# ---- cmp_sar_search_flat ----
**config.mk**
```make
export PLATFORM = sky130hd
export DESIGN_NAME = cmp_sar_search_flat
export DESIGN_NICKNAME = d
export VERILOG_FILES = /design/src/rtl/cmp_sar_search_pkg.sv /design/src/rtl/cmp_sar_search_if.sv /design/src/rtl/cmp_sar_search.sv /design/src/flat_wrapper.sv
export SDC_FILE = /design/constraint.sdc
export NUM_CORES = 1
export LEC_CHECK = 0
export CORE_AREA = 8 8 92 94
export DETAILED_ROUTE_END_ITERATION = 7
export DIE_AREA = 0 0 100 102
export GPL_ROUTABILITY_DRIVEN = 0
export GPL_TIMING_DRIVEN = 0
export PLACE_DENSITY = 0.85
export SLEW_MARGIN = 20
export SYNTH_ARGS = -nofsm -noshare
export SYNTH_HDL_FRONTEND = slang
export SYNTH_SLANG_ARGS = --single-unit
```
**constraint.sdc**
```tcl
create_clock -name clk -period 5.2 [get_ports clk]
set_clock_uncertainty 0.1 [all_clocks]
set_input_delay 0.78 -clock clk [delete_from_list [all_inputs] [get_ports clk]]
set_output_delay 0.78 -clock clk [all_outputs]
set_load 0.05 [all_outputs]
```
**src/rtl/cmp_sar_search_pkg.sv**
```systemverilog
// Shared constants for the successive-approximation search engine:
// FSM state encoding and comparison-mode encoding.
package cmp_sar_search_pkg;

  typedef enum logic [1:0] {
    ST_IDLE  = 2'd0,
    ST_QUERY = 2'd1,
    ST_DONE  = 2'd2
  } state_e;

  localparam logic MODE_UNSIGNED = 1'b0;
  localparam logic MODE_SIGNED   = 1'b1;

endpackage

```
**src/rtl/cmp_sar_search_if.sv**
```systemverilog
// Query/response bundle between a requester, the search engine and a
// "target < probe" responder.
interface cmp_sar_search_if #(
  parameter int WIDTH = 32
);
  // Handshake: a probe is offered while probe_valid=1 and held stable until
  // the cycle in which resp_valid=1. That cycle consumes the answer in
  // resp_lt. resp_valid is ignored while probe_valid=0. A combinational
  // same-cycle answer is legal.
  logic             start;
  logic             abort;
  logic             is_signed;
  logic             busy;
  logic             probe_valid;
  logic [WIDTH-1:0] probe;
  logic             resp_valid;
  logic             resp_lt;
  logic [WIDTH-1:0] result;
  logic             result_valid;
  logic             done;

  modport master (
    output start, abort, is_signed, resp_valid, resp_lt,
    input  busy, probe_valid, probe, result, result_valid, done
  );

  modport slave (
    input  start, abort, is_signed, resp_valid, resp_lt,
    output busy, probe_valid, probe, result, result_valid, done
  );

endinterface

```
**src/rtl/cmp_sar_search.sv**
```systemverilog
// Successive-approximation search: recovers a WIDTH-bit target one bit per
// answered probe, MSB first, in signed or unsigned ordering.
module cmp_sar_search
  import cmp_sar_search_pkg::*;
#(
  parameter int WIDTH = 32
) (
  input  logic             clk,
  input  logic             rst_n,
  cmp_sar_search_if.slave  bus,
  output state_e           state_o
);

  localparam int            KW    = (WIDTH > 2) ? $clog2(WIDTH) : 1;
  localparam logic [KW-1:0] K_MSB = KW'(WIDTH - 1);

  state_e           state_q, state_d;
  logic [WIDTH-1:0] cur_q, cur_d;
  logic [KW-1:0]    k_q, k_d;
  logic             mode_q, mode_d;
  logic [WIDTH-1:0] result_q, result_d;
  logic             rv_q, rv_d;
  logic             bit_val;
  logic [WIDTH-1:0] probe_w;

  always_ff @(posedge clk or negedge rst_n) begin
    if (!rst_n) begin
      state_q  <= ST_IDLE;
      cur_q    <= '0;
      k_q      <= K_MSB;
      mode_q   <= MODE_UNSIGNED;
      result_q <= '0;
      rv_q     <= 1'b0;
    end else begin
      state_q  <= state_d;
      cur_q    <= cur_d;
      k_q      <= k_d;
      mode_q   <= mode_d;
      result_q <= result_d;
      rv_q     <= rv_d;
    end
  end

  // In signed ordering the sign bit is set when the target is below zero,
  // which inverts the sense of the answer for the first probe only.
  assign bit_val = (k_q == K_MSB && mode_q == MODE_SIGNED) ? bus.resp_lt : ~bus.resp_lt;

  always_comb begin
    state_d  = state_q;
    cur_d    = cur_q;
    k_d      = k_q;
    mode_d   = mode_q;
    result_d = result_q;
    rv_d     = rv_q;
    if (bus.abort) begin
      state_d = ST_IDLE;
      rv_d    = 1'b0;
    end else begin
      case (state_q)
        ST_IDLE: begin
          if (bus.start) begin
            mode_d  = bus.is_signed;
            rv_d    = 1'b0;
            k_d     = K_MSB;
            cur_d   = '0;
            state_d = ST_QUERY;
          end
        end
        ST_QUERY: begin
          if (bus.resp_valid) begin
            cur_d[k_q] = bit_val;
            if (k_q == '0) begin
              result_d = cur_d;
              rv_d     = 1'b1;
              state_d  = ST_DONE;
            end else begin
              k_d = k_q - 1'b1;
            end
          end
        end
        ST_DONE: state_d = ST_IDLE;
        default: state_d = ST_IDLE;
      endcase
    end
  end

  // Lower bits of cur are still zero below k, so OR-ing the bit mask in
  // yields the midpoint of the remaining interval.
  always_comb begin
    probe_w = '0;
    if (state_q == ST_QUERY) begin
      if (k_q == K_MSB) begin
        probe_w = (mode_q == MODE_SIGNED) ? '0 : (WIDTH'(1) << K_MSB);
      end else begin
        probe_w = cur_q | (WIDTH'(1) << k_q);
      end
    end
  end

  assign bus.busy         = (state_q != ST_IDLE);
  assign bus.probe_valid  = (state_q == ST_QUERY);
  assign bus.probe        = probe_w;
  assign bus.result       = result_q;
  assign bus.result_valid = rv_q;
  assign bus.done         = (state_q == ST_DONE);
  assign state_o          = state_q;

endmodule

```
**src/flat_wrapper.sv**
```systemverilog
// flat-port wrapper written by rule: the top's interface ports become plain ports
module cmp_sar_search_flat import cmp_sar_search_pkg::*;
#(
  parameter int WIDTH = 32
)
  (clk, rst_n, state_o, bus_start, bus_abort, bus_is_signed, bus_resp_valid, bus_resp_lt, bus_busy, bus_probe_valid, bus_probe, bus_result, bus_result_valid, bus_done);
  cmp_sar_search_if #(.WIDTH(WIDTH)) bus_i ();
  input  logic clk;
  input  logic rst_n;
  output state_e state_o;
  input wire logic [$bits(bus_i.start)-1:0] bus_start;
  input wire logic [$bits(bus_i.abort)-1:0] bus_abort;
  input wire logic [$bits(bus_i.is_signed)-1:0] bus_is_signed;
  input wire logic [$bits(bus_i.resp_valid)-1:0] bus_resp_valid;
  input wire logic [$bits(bus_i.resp_lt)-1:0] bus_resp_lt;
  output wire logic [$bits(bus_i.busy)-1:0] bus_busy;
  output wire logic [$bits(bus_i.probe_valid)-1:0] bus_probe_valid;
  output wire logic [$bits(bus_i.probe)-1:0] bus_probe;
  output wire logic [$bits(bus_i.result)-1:0] bus_result;
  output wire logic [$bits(bus_i.result_valid)-1:0] bus_result_valid;
  output wire logic [$bits(bus_i.done)-1:0] bus_done;
  assign bus_i.start = bus_start;
  assign bus_i.abort = bus_abort;
  assign bus_i.is_signed = bus_is_signed;
  assign bus_i.resp_valid = bus_resp_valid;
  assign bus_i.resp_lt = bus_resp_lt;
  assign bus_busy = bus_i.busy;
  assign bus_probe_valid = bus_i.probe_valid;
  assign bus_probe = bus_i.probe;
  assign bus_result = bus_i.result;
  assign bus_result_valid = bus_i.result_valid;
  assign bus_done = bus_i.done;
  cmp_sar_search #(.WIDTH(WIDTH)) u_core (.clk(clk), .rst_n(rst_n), .bus(bus_i), .state_o(state_o));
endmodule
```
cmp_sar_search_flat/m1.png
Bar = 20 µm. Supply wires on this layer in grey.
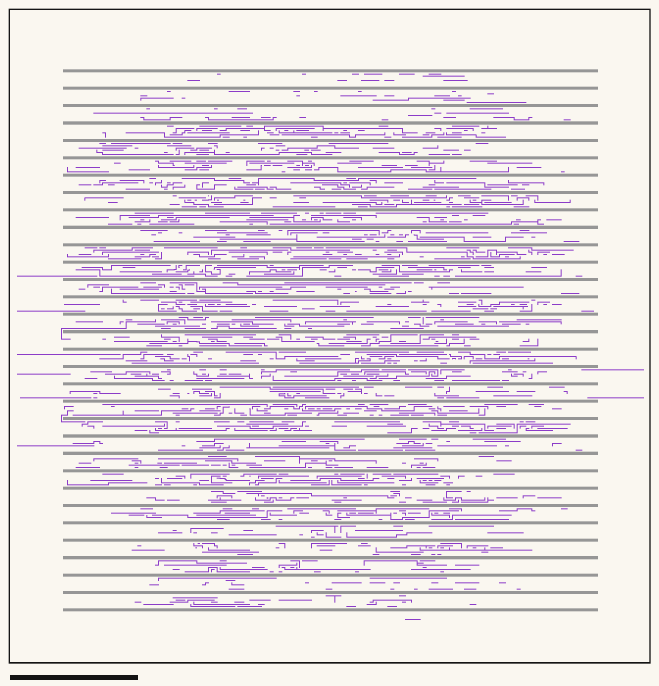
nets with wire on the layer: 497
longest straight run: 37.7 µm
share of all routed wire: 38%
wire length on this layer: 4650 µm
met1 Resource Use GR: 0.281
Total Wirelength: 12300 µm
Via Count: 3815

-- synth_stat cells (3+ instances only) --
cell,number,area share
nand3_1,18,0.023
inv_1,18,0.018
a21o_1,4,0.0078
nor2_1,57,0.056
clkbuf_1,13,0.013
dfstp_2,5,0.034
o21ai_0,48,0.062
mux2i_1,8,0.021
a21oi_1,39,0.051
nor2b_1,6,0.0097
dfrtp_1,68,0.44
o22ai_1,11,0.018
nand4bb_1,3,0.0088
nand4b_1,4,0.0091
ha_1,6,0.019
a22o_1,11,0.025
nand2_1,48,0.047
nor3_1,3,0.0039
a31oi_1,7,0.011
buf_2,15,0.019
o21bai_1,3,0.0058
nand4_1,4,0.0065
and4_1,3,0.0068
nand2b_1,6,0.0097
nand3b_1,3,0.0058
and2_1,3,0.0049
-- path summary, 6_finish.rpt --
check | endpoint | slack, ns | cells after the start
hold / removal | u_core.state_o[1] | 0.22 | 1
max in group asynchronous | u_core.k_q[3] | 4.17 | 2
setup / recovery | bus_probe[3] | 1.20 | 6
hold reg to reg | u_core.bus.result[17] | 0.36 | 2
min in group clk | u_core.bus.result[17] | 0.36 | 2
setup reg to reg | u_core.bus.result[5] | 2.81 | 8
==> flow_summary.toml <==
# yosys + openroad results
[synthesis]
ys_seq_share = 0.476
mux_share = 0.0237
simple_gate_area_frac = 0.224
synthFlopType = "dfrtp_1"

[pwr]
power_leader = "registers"
seq-power_mw = 0.605
power_mw = 1.48

[final_timing]
tightest_slew_ns = 0.803
setup_viol = 0

[grt]
grtUsageMet2 = 0.403
antenna_found_initial = 0

[floorplanning]
die_y_um = 102

[setup_path]
cp-startpoint = "u_core.k_q[0]"
r2r_start = "u_core.k_q[0]"
critical_path.max_stage_delay_ns = 0.83

[cells_and_area]
nNetsFinal = 543
drive_gt1_frac = 0.0918
regArea_um2 = 1830
final_util = 0.710
comb_area_um2 = 1780

[drt]
drtIter0Drc = 429
highest_layer = "met4"
antenna_left = 0

[clock_network]
cts_resized = 0
clk_pin_slew_ns = 0.08
numClockSinks = 73

[placement]
pre_cts_ws_ns = 1.61

[outcome]
outcome = "finished clean"

# ---- vga_timing ----
vga_timing/m1.png
Bar = 20 µm. Supply wires on this layer in grey.
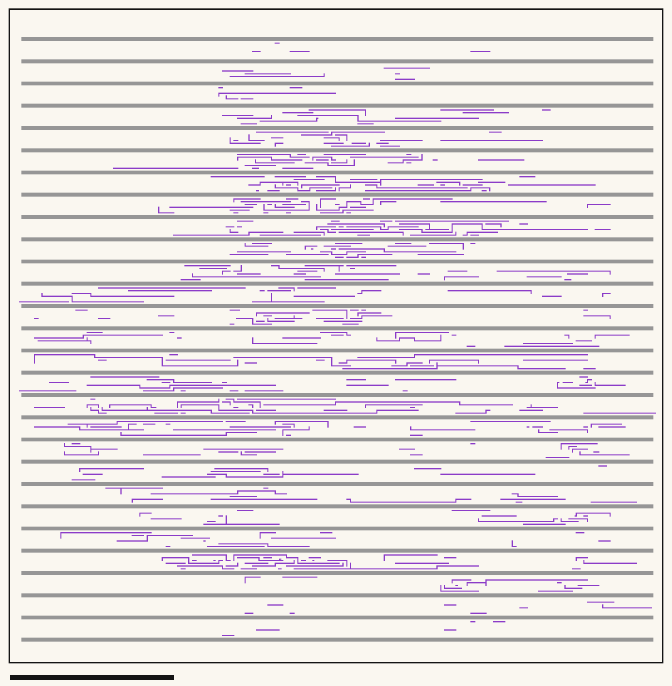
vga_timing/m2.png
Cells faint in the background.
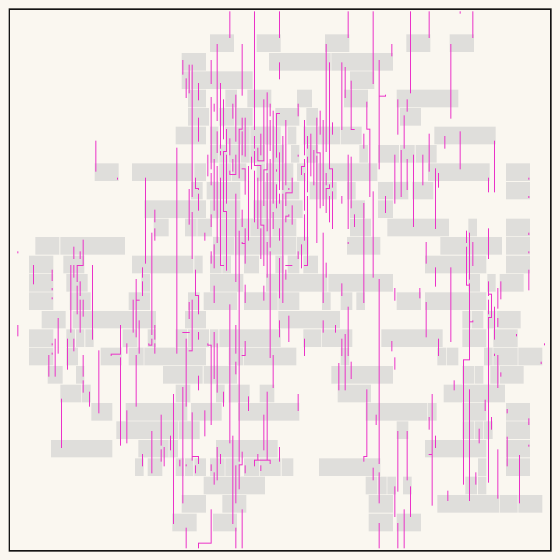
File: src/rtl/vga_pkg.sv
`default_nettype none
// ============================================================================
// Module   : vga_pkg
// Purpose  : 640x480@60 timing constants, derived totals and sync windows,
//            colour field widths and a 10-bit window-compare helper.
// Revision : 1.0 - initial release
// ============================================================================
package vga_pkg;

   // Default pixel divider: 100 MHz system clock -> 25 MHz pixel rate
   localparam int C_CLK_DIV  = 4;

   // Horizontal timing in pixels
   localparam int C_H_VIS    = 640;
   localparam int C_H_FP     = 16;
   localparam int C_H_SYNC   = 96;
   localparam int C_H_BP     = 48;

   // Vertical timing in lines
   localparam int C_V_VIS    = 480;
   localparam int C_V_FP     = 10;
   localparam int C_V_SYNC   = 2;
   localparam int C_V_BP     = 33;

   // Derived totals and sync windows (start inclusive, end exclusive)
   localparam int C_H_TOTAL  = C_H_VIS + C_H_FP + C_H_SYNC + C_H_BP;
   localparam int C_V_TOTAL  = C_V_VIS + C_V_FP + C_V_SYNC + C_V_BP;
   localparam int C_HS_START = C_H_VIS + C_H_FP;
   localparam int C_HS_END   = C_HS_START + C_H_SYNC;
   localparam int C_VS_START = C_V_VIS + C_V_FP;
   localparam int C_VS_END   = C_VS_START + C_V_SYNC;

   // Counter width; 799 and 524 both fit in 10 bits
   localparam int C_CNT_W    = 10;

   // Colour field widths (RGB 3:3:2)
   localparam int C_RED_W    = 3;
   localparam int C_GREEN_W  = 3;
   localparam int C_BLUE_W   = 2;
   localparam int C_RGB_W    = C_RED_W + C_GREEN_W + C_BLUE_W;

   typedef logic [C_CNT_W-1:0] cnt_t;

   typedef struct packed {
      logic [C_RED_W-1:0]   r;
      logic [C_GREEN_W-1:0] g;
      logic [C_BLUE_W-1:0]  b;
   } rgb_t;

   // True when lo <= v < hi, compared at counter width
   function automatic logic in_window(cnt_t v, int lo, int hi);
      return (v >= cnt_t'(lo)) && (v < cnt_t'(hi));
   endfunction

endpackage : vga_pkg
`default_nettype wire

File: src/rtl/clk_enable_div.sv
`default_nettype none
// ============================================================================
// Module   : clk_enable_div
// Purpose  : Divides clk into a one-clock enable pulse every DIV clocks.
//            tick_o is the combinational "pulse on next edge" term so that a
//            consumer can update state on the same edge that raises pix_en_o.
// Revision : 1.0 - initial release
// ============================================================================
module clk_enable_div #(
   parameter int DIV = 4
) (
   input  logic clk,
   input  logic rst_n,
   output logic tick_o,
   output logic pix_en_o
);

   logic pix_en_q;

   generate
      if (DIV == 1) begin : g_div1
         // Every edge is a pixel edge; pix_en goes high on the first edge and stays
         assign tick_o = 1'b1;

         // Registered enable held high continuously out of reset
         always_ff @(posedge clk or negedge rst_n) begin
            if (!rst_n) begin
               pix_en_q <= 1'b0;
            end else begin
               pix_en_q <= 1'b1;
            end
         end
      end else begin : g_divn
         localparam int C_CW = $clog2(DIV);

         logic [C_CW-1:0] cnt_q;
         logic [C_CW-1:0] cnt_d;

         // Terminal count: the coming edge raises pix_en and restarts the count
         assign tick_o = (cnt_q == C_CW'(DIV - 1));

         // Next count wraps to zero at terminal count
         always_comb begin
            cnt_d = tick_o ? '0 : (cnt_q + C_CW'(1));
         end

         // Divider counter and registered enable pulse
         always_ff @(posedge clk or negedge rst_n) begin
            if (!rst_n) begin
               cnt_q    <= '0;
               pix_en_q <= 1'b0;
            end else begin
               cnt_q    <= cnt_d;
               pix_en_q <= tick_o;
            end
         end
      end
   endgenerate

   assign pix_en_o = pix_en_q;

endmodule : clk_enable_div
`default_nettype wire

File: src/rtl/vga_timing.sv
`default_nettype none
// ============================================================================
// Module   : vga_timing
// Purpose  : VGA pixel-timing source. Runs the horizontal/vertical counters
//            on the pixel enable, exposes them as xpos/ypos, samples the
//            game's colour for that position and drives blanked, sync-aligned
//            pins one pixel later, plus line/frame strobes.
// Revision : 1.0 - initial release
// ============================================================================
module vga_timing
   import vga_pkg::*;
#(
   parameter int CLK_DIV = C_CLK_DIV,
   parameter int H_VIS   = C_H_VIS,
   parameter int H_FP    = C_H_FP,
   parameter int H_SYNC  = C_H_SYNC,
   parameter int H_BP    = C_H_BP,
   parameter int V_VIS   = C_V_VIS,
   parameter int V_FP    = C_V_FP,
   parameter int V_SYNC  = C_V_SYNC,
   parameter int V_BP    = C_V_BP
) (
   input  logic                 clk,
   input  logic                 rst_n,
   input  logic [C_RED_W-1:0]   red_in,
   input  logic [C_GREEN_W-1:0] green_in,
   input  logic [C_BLUE_W-1:0]  blue_in,
   output logic [C_CNT_W-1:0]   xpos,
   output logic [C_CNT_W-1:0]   ypos,
   output logic                 pix_en,
   output logic                 line_tick,
   output logic                 frame_tick,
   output logic                 hsync,
   output logic                 vsync,
   output logic [C_RED_W-1:0]   vga_red,
   output logic [C_GREEN_W-1:0] vga_green,
   output logic [C_BLUE_W-1:0]  vga_blue
);

   localparam int C_HT       = H_VIS + H_FP + H_SYNC + H_BP;
   localparam int C_VT       = V_VIS + V_FP + V_SYNC + V_BP;
   localparam int C_HS_LO    = H_VIS + H_FP;
   localparam int C_HS_HI    = C_HS_LO + H_SYNC;
   localparam int C_VS_LO    = V_VIS + V_FP;
   localparam int C_VS_HI    = C_VS_LO + V_SYNC;

   // Pixel enable; w_tick marks the edge on which pix_en rises
   logic w_tick;
   logic w_pix_en;

   clk_enable_div #(
      .DIV (CLK_DIV)
   ) u_div (
      .clk      (clk),
      .rst_n    (rst_n),
      .tick_o   (w_tick),
      .pix_en_o (w_pix_en)
   );

   cnt_t xpos_q, xpos_d;
   cnt_t ypos_q, ypos_d;
   logic line_tick_q, frame_tick_q;
   logic hsync_q, vsync_q;
   rgb_t rgb_q;

   logic w_x_last, w_y_last;
   logic w_line_d, w_frame_d;
   logic w_hsync_raw, w_vsync_raw, w_visible;
   rgb_t w_rgb_d;

   // Next counter values and strobe conditions for the coming pixel edge
   always_comb begin
      w_x_last  = (xpos_q == cnt_t'(C_HT - 1));
      w_y_last  = (ypos_q == cnt_t'(C_VT - 1));
      xpos_d    = w_x_last ? '0 : (xpos_q + cnt_t'(1));
      ypos_d    = ypos_q;
      if (w_x_last) begin
         ypos_d = w_y_last ? '0 : (ypos_q + cnt_t'(1));
      end
      w_line_d  = w_x_last;
      w_frame_d = w_x_last && (ypos_d == cnt_t'(V_VIS));
   end

   // Sync and blanking decode of the pixel currently presented to the game
   always_comb begin
      w_hsync_raw = !in_window(xpos_q, C_HS_LO, C_HS_HI);
      w_vsync_raw = !in_window(ypos_q, C_VS_LO, C_VS_HI);
      w_visible   = (xpos_q < cnt_t'(H_VIS)) && (ypos_q < cnt_t'(V_VIS));
      w_rgb_d     = w_visible ? rgb_t'({red_in, green_in, blue_in}) : '0;
   end

   // Horizontal/vertical counters, advanced only on pixel edges
   always_ff @(posedge clk or negedge rst_n) begin
      if (!rst_n) begin
         xpos_q <= '0;
         ypos_q <= '0;
      end else if (w_tick) begin
         xpos_q <= xpos_d;
         ypos_q <= ypos_d;
      end
   end

   // One-clock strobes, raised together with pix_en
   always_ff @(posedge clk or negedge rst_n) begin
      if (!rst_n) begin
         line_tick_q  <= 1'b0;
         frame_tick_q <= 1'b0;
      end else begin
         line_tick_q  <= w_tick && w_line_d;
         frame_tick_q <= w_tick && w_frame_d;
      end
   end

   // Output pins: sync and blanked colour of the pixel just finished
   always_ff @(posedge clk or negedge rst_n) begin
      if (!rst_n) begin
         hsync_q <= 1'b1;
         vsync_q <= 1'b1;
         rgb_q   <= '0;
      end else if (w_tick) begin
         hsync_q <= w_hsync_raw;
         vsync_q <= w_vsync_raw;
         rgb_q   <= w_rgb_d;
      end
   end

   assign xpos       = xpos_q;
   assign ypos       = ypos_q;
   assign pix_en     = w_pix_en;
   assign line_tick  = line_tick_q;
   assign frame_tick = frame_tick_q;
   assign hsync      = hsync_q;
   assign vsync      = vsync_q;
   assign vga_red    = rgb_q.r;
   assign vga_green  = rgb_q.g;
   assign vga_blue   = rgb_q.b;

endmodule : vga_timing
`default_nettype wire

File: config.mk
export PLATFORM = sky130hd
export DESIGN_NAME = vga_timing
export DESIGN_NICKNAME = d
export VERILOG_FILES = /design/src/rtl/vga_pkg.sv /design/src/rtl/clk_enable_div.sv /design/src/rtl/vga_timing.sv
export SDC_FILE = /design/constraint.sdc
export NUM_CORES = 1
export LEC_CHECK = 0
export CAP_MARGIN = 20
export CORE_UTILIZATION = 30
export CTS_CLUSTER_DIAMETER = 30
export DETAILED_ROUTE_END_ITERATION = 6
export PLACE_DENSITY = 0.55
export SLEW_MARGIN = 0
export SYNTH_ARGS = -nofsm -noshare
export SYNTH_HDL_FRONTEND = slang
export SYNTH_SLANG_ARGS = --single-unit
export TNS_END_PERCENT = 10
File: constraint.sdc
create_clock -name clk -period 3.85 [get_ports clk]
set_input_delay 0.77 -clock clk [delete_from_list [all_inputs] [get_ports clk]]
set_output_delay 0.77 -clock clk [all_outputs]
set_load 0.005 [all_outputs]
==> flow_summary.toml <==
# yosys + openroad results
[synthesis]
synth_warnings = 0
edf_count = 0

[clock_network]
ctsHoldBuffers = 0
clk_pin_slew_ns = 0.07
cts_buffers = 5
numClockSinks = 35

[setup_path]
path_delay_family = "buffers and inverters"
worst-setup-path-type = "reg2out"
r2r_end = "frame_tick"

[final_timing]
period_used_share = 0.563
tightest_slew_ns = 0.515
setup_slack_ns = 1.68

[cells_and_area]
clockBufferCount = 8
nNetsFinal = 244
n_fill_cell = 575

[outcome]
outcome = "finished clean"

[floorplanning]
row_count = 27

[placement]
port_buffers = 42

[drt]
met1_length_um = 2080
## Picture notes: vga_timing/m1.png
main direction: horizontal
nets with wire on the layer: 195
longest straight run: 21.2 µm
share of all routed wire: 51%
wire length on this layer: 2080 µm

## Picture notes: vga_timing/m2.png
wire length on this layer: 1700 µm
main direction: vertical
longest straight run: 34.0 µm
nets with wire on the layer: 186
Via Count: 1474
Total Wirelength: 4060 µm
M2 GR Usage: 0.211

## power breakdown
group	switching (mW)	internal, mW	leakage, nW
combinational	0.0121	0.0170	0.482
clock	0.129	0.163	0.0515
sequential	0.00199	0.372	0.449
total	0.143	0.552	0.983
## layer usage
metal	GRT usage	vias up
met1	0.196	683
met3	0.0263	5
li1	-	738
met5	0	-
met2	0.211	48
met4	0.0436	0
## sequential cells by signal (all words and copies together) (netlist names)
name,cells
frame_tick,1
hsync,1
line_tick,1
u_div.g_divn.cnt_q,2
u_div.pix_en_o,1
vga_blue,2
vga_green,3
vga_red,3
vsync,1
xpos,10
ypos,10
## cells in the final DEF (no fill, tap or decap), types with 6 or more instances in the layout
master,synthesis,final
nor2_1,12,12
nand4_1,9,9
nand3_1,6,6
nand2_1,19,19
dfrtp_1,33,33
inv_1,15,15
o21ai_0,12,12
clkbuf_8,0,7
clkdlybuf4s50_1,0,42
xnor2_1,8,8
ha_1,6,6
## through the flow
stage,instances,cell area [µm²],hold slack (ns)
finish,301,2400,0.433
global route,301,2400,0.467
CTS,301,2400,0.436
detailed placement,293,2300,0.422
global placement,293,2300,0.420
floorplan,187,1810,0.403

# ---- bnn_param_loader ----
bnn_param_loader/m1.png
Bar = 20 µm. Supply wires on this layer in grey.
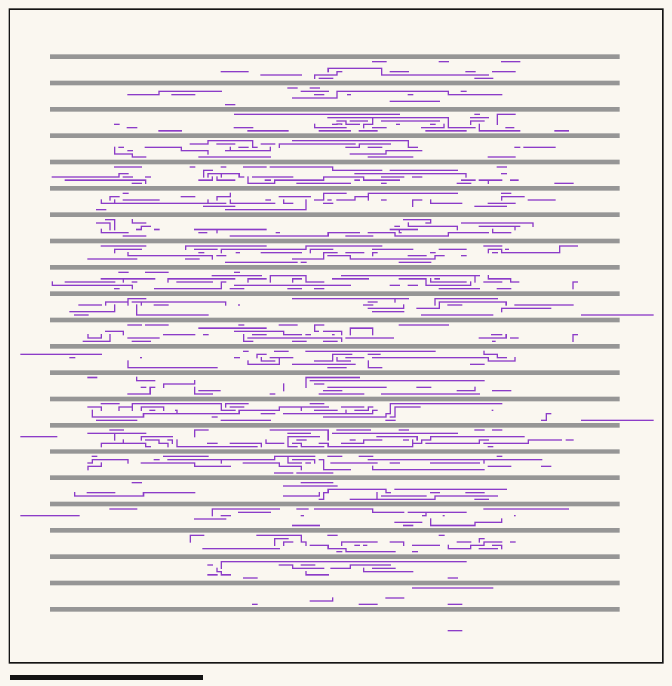
**config.mk**
```make
export PLATFORM = sky130hd
export DESIGN_NAME = bnn_param_loader
export DESIGN_NICKNAME = d
export VERILOG_FILES = /design/src/rtl/bnn_param_loader.sv
export SDC_FILE = /design/constraint.sdc
export NUM_CORES = 1
export LEC_CHECK = 0
export CAP_MARGIN = 0
export CORE_MARGIN = 4
export CORE_UTILIZATION = 50
export CTS_CLUSTER_SIZE = 40
export DETAILED_ROUTE_END_ITERATION = 8
export PLACE_DENSITY = 0.85
export RECOVER_POWER = 100
export SLEW_MARGIN = 20
export SYNTH_ARGS = -nofsm -noshare
export SYNTH_HDL_FRONTEND = slang
export SYNTH_SLANG_ARGS = --single-unit
```
**constraint.sdc**
```tcl
create_clock -name clk -period 4.05 [get_ports clk]
set_input_delay 0.6075 -clock clk [delete_from_list [all_inputs] [get_ports clk]]
set_output_delay 0.6075 -clock clk [all_outputs]
set_load 0.02 [all_outputs]
```
**src/rtl/bnn_param_loader.sv**
```systemverilog
// Serial configuration loader for a daisy-chain of binary neurons: serializes host bytes
// MSB-first into the chain head and captures the bits leaving the chain tail as readback bytes.
module bnn_param_loader #(
    parameter int unsigned NEURONS    = 4,
    parameter int unsigned INPUTS     = 8,
    parameter int unsigned BIAS_BITS  = 3,
    parameter int unsigned TOTAL_BITS = NEURONS * (INPUTS + BIAS_BITS),
    parameter int unsigned CNT_W      = $clog2(TOTAL_BITS + 1)
) (
    input  logic             clk,
    input  logic             reset,
    input  logic             start,
    input  logic [7:0]       in_data,
    input  logic             in_valid,
    output logic             in_ready,
    output logic             setup,
    output logic             param_out,
    input  logic             chain_in,
    output logic [7:0]       rb_data,
    output logic             rb_valid,
    output logic             busy,
    output logic             done,
    output logic [CNT_W-1:0] bit_count
);

    typedef enum logic [1:0] {StIdle, StWaitByte, StShift, StDone} state_e;

    state_e           state_q;
    logic [7:0]       byte_q;
    logic [7:0]       rb_shift_q;
    logic [7:0]       rb_data_q;
    logic             rb_valid_q;
    logic [2:0]       byte_cnt_q;
    logic [CNT_W-1:0] bit_count_q;

    logic       last_bit;
    logic       byte_end;
    logic [7:0] rb_next;
    logic [3:0] rb_fill;
    logic [7:0] rb_aligned;

    assign last_bit = (bit_count_q == CNT_W'(TOTAL_BITS - 1));
    assign byte_end = (byte_cnt_q == 3'd7);
    assign rb_next  = {rb_shift_q[6:0], chain_in};
    // Number of readback bits gathered for the current byte, including this cycle's sample;
    // shifting by the remainder left-aligns a short final byte with zero LSBs.
    assign rb_fill    = {1'b0, byte_cnt_q} + 4'd1;
    assign rb_aligned = rb_next << (4'd8 - rb_fill);

    always_ff @(posedge clk) begin
        if (reset) begin
            state_q     <= StIdle;
            byte_q      <= '0;
            rb_shift_q  <= '0;
            rb_data_q   <= '0;
            rb_valid_q  <= 1'b0;
            byte_cnt_q  <= '0;
            bit_count_q <= '0;
        end else begin
            rb_valid_q <= 1'b0;
            unique case (state_q)
                StIdle: begin
                    if (start) begin
                        state_q     <= StWaitByte;
                        bit_count_q <= '0;
                        byte_cnt_q  <= '0;
                    end
                end
                StWaitByte: begin
                    if (in_valid) begin
                        byte_q     <= in_data;
                        byte_cnt_q <= '0;
                        state_q    <= StShift;
                    end
                end
                StShift: begin
                    byte_q      <= {byte_q[6:0], 1'b0};
                    bit_count_q <= bit_count_q + CNT_W'(1);
                    byte_cnt_q  <= byte_cnt_q + 3'd1;
                    rb_shift_q  <= rb_next;
                    if (last_bit || byte_end) begin
                        rb_data_q  <= rb_aligned;
                        rb_valid_q <= 1'b1;
                    end
                    if (last_bit) begin
                        state_q <= StDone;
                    end else if (byte_end) begin
                        state_q <= StWaitByte;
                    end
                end
                StDone: begin
                    state_q <= StIdle;
                end
                default: begin
                    state_q <= StIdle;
                end
            endcase
        end
    end

    // All chain-facing outputs come straight from registers so the neurons see stable values.
    assign in_ready  = (state_q == StWaitByte);
    assign setup     = (state_q == StShift);
    assign param_out = (state_q == StShift) ? byte_q[7] : 1'b0;
    assign busy      = (state_q != StIdle);
    assign done      = (state_q == StDone);
    assign rb_data   = rb_data_q;
    assign rb_valid  = rb_valid_q;
    assign bit_count = bit_count_q;

endmodule

```
==> flow_summary.toml <==
# yosys + openroad results
[floorplanning]
core_um2 = 3360
io_pins = 33
fp_util = 0.525

[setup_path]
cp-startpoint = "state_q[0]"
endpoint_kind = "output pin"
crit_fanout = 21
critical_path.max_stage_delay_ns = 0.62
arrival_ns = 2.81
path_buffers = 2

[final_timing]
slew_headroom = 0.433
hold_viol_final = 0
period_used_share = 0.845

[cells_and_area]
synthToLayoutAreaGrowth_pct = 20.6
instances_no_fill = 277

[hold_path]
min-delay-start = "rb_data[2]"
whs_path_depth = 2
min_path_type = "reg2reg"

[clock_network]
clk_pin_slew_ns = 0.11
cts_buffers = 5
clk_latency_ns = 0.34

[pwr]
swShare = 0.229
seq-power_mw = 0.364
comb_cell_power_mw = 0.0704
leakage_nw = 0.787

[synthesis]
yosys_cells = 205
synth.net_count = 221
syn_inst = 205

[grt]
antenna_found_initial = 0

[outcome]
outcome = "finished clean"
Notes on bnn_param_loader/m1.png above:
longest straight run: 25.3 µm
share of all routed wire: 48%
main direction: horizontal
Via Count: 1501
met1 Resource Use GR: 0.236

## final cells by class
class	instances	area, µm²
Inverter	4	15.0
Tap cell	46	57.6
Clock inverter	3	67.6
Multi-Input combinational cell	151	925
Clock buffer	5	37.5
Fill cell	316	1240
Timing Repair Buffer	33	324
Sequential cell	35	701
## stage by stage
stage | util | hold WS [ns]
floorplan | - | 0.436
global placement | 0.611 | 0.440
detailed placement | 0.611 | 0.448
CTS | 0.642 | 0.465
global route | 0.632 | 0.467
finish | 0.632 | 0.459
## per-layer routing
layer,global-route usage,part of all wire,vias up
met5,0,0,-
met4,0.0532,0.017,0
met3,0.0549,0.050,6
met2,0.275,0.45,38
met1,0.236,0.48,691
li1,-,-,766
## cell families (layout without fill, tap and decap cells)
logic type                 Yosys count  in the layout  share of synthesized area
AOI/OAI and AO/OA                   45             45                      0.191
adders and majority gates            3              3                     0.0213
muxes                               13             13                     0.0901
buffers and inverters               19             45                     0.0617
and+or+nand+nor                     89             89                      0.234
DFF                                 35             35                      0.397
xor gates and xnor gates             1              1                    0.00497
## sequential cells by signal, summed over array words and instances (netlist names)
name        flops
rb_shift_q      7
bit_count       6
byte_q          8
rb_valid        1
rb_data         8
state_q         2
byte_cnt_q      3


## Gallery

M3 wires.
Plate I
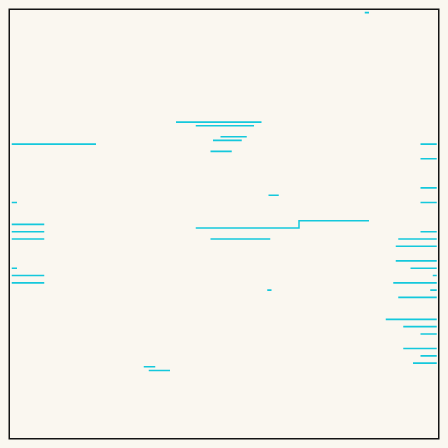
Plate II
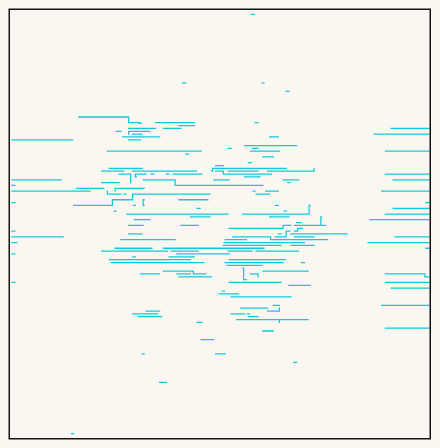
Plate III
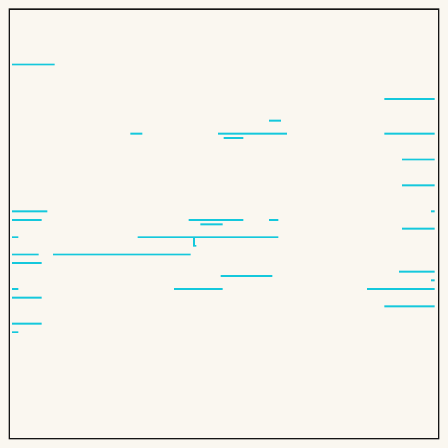
Plate III -> bnn_param_loader
Plate I -> vga_timing
Plate II -> cmp_sar_search_flat

Power is estimated from default activity; no workload was simulated.
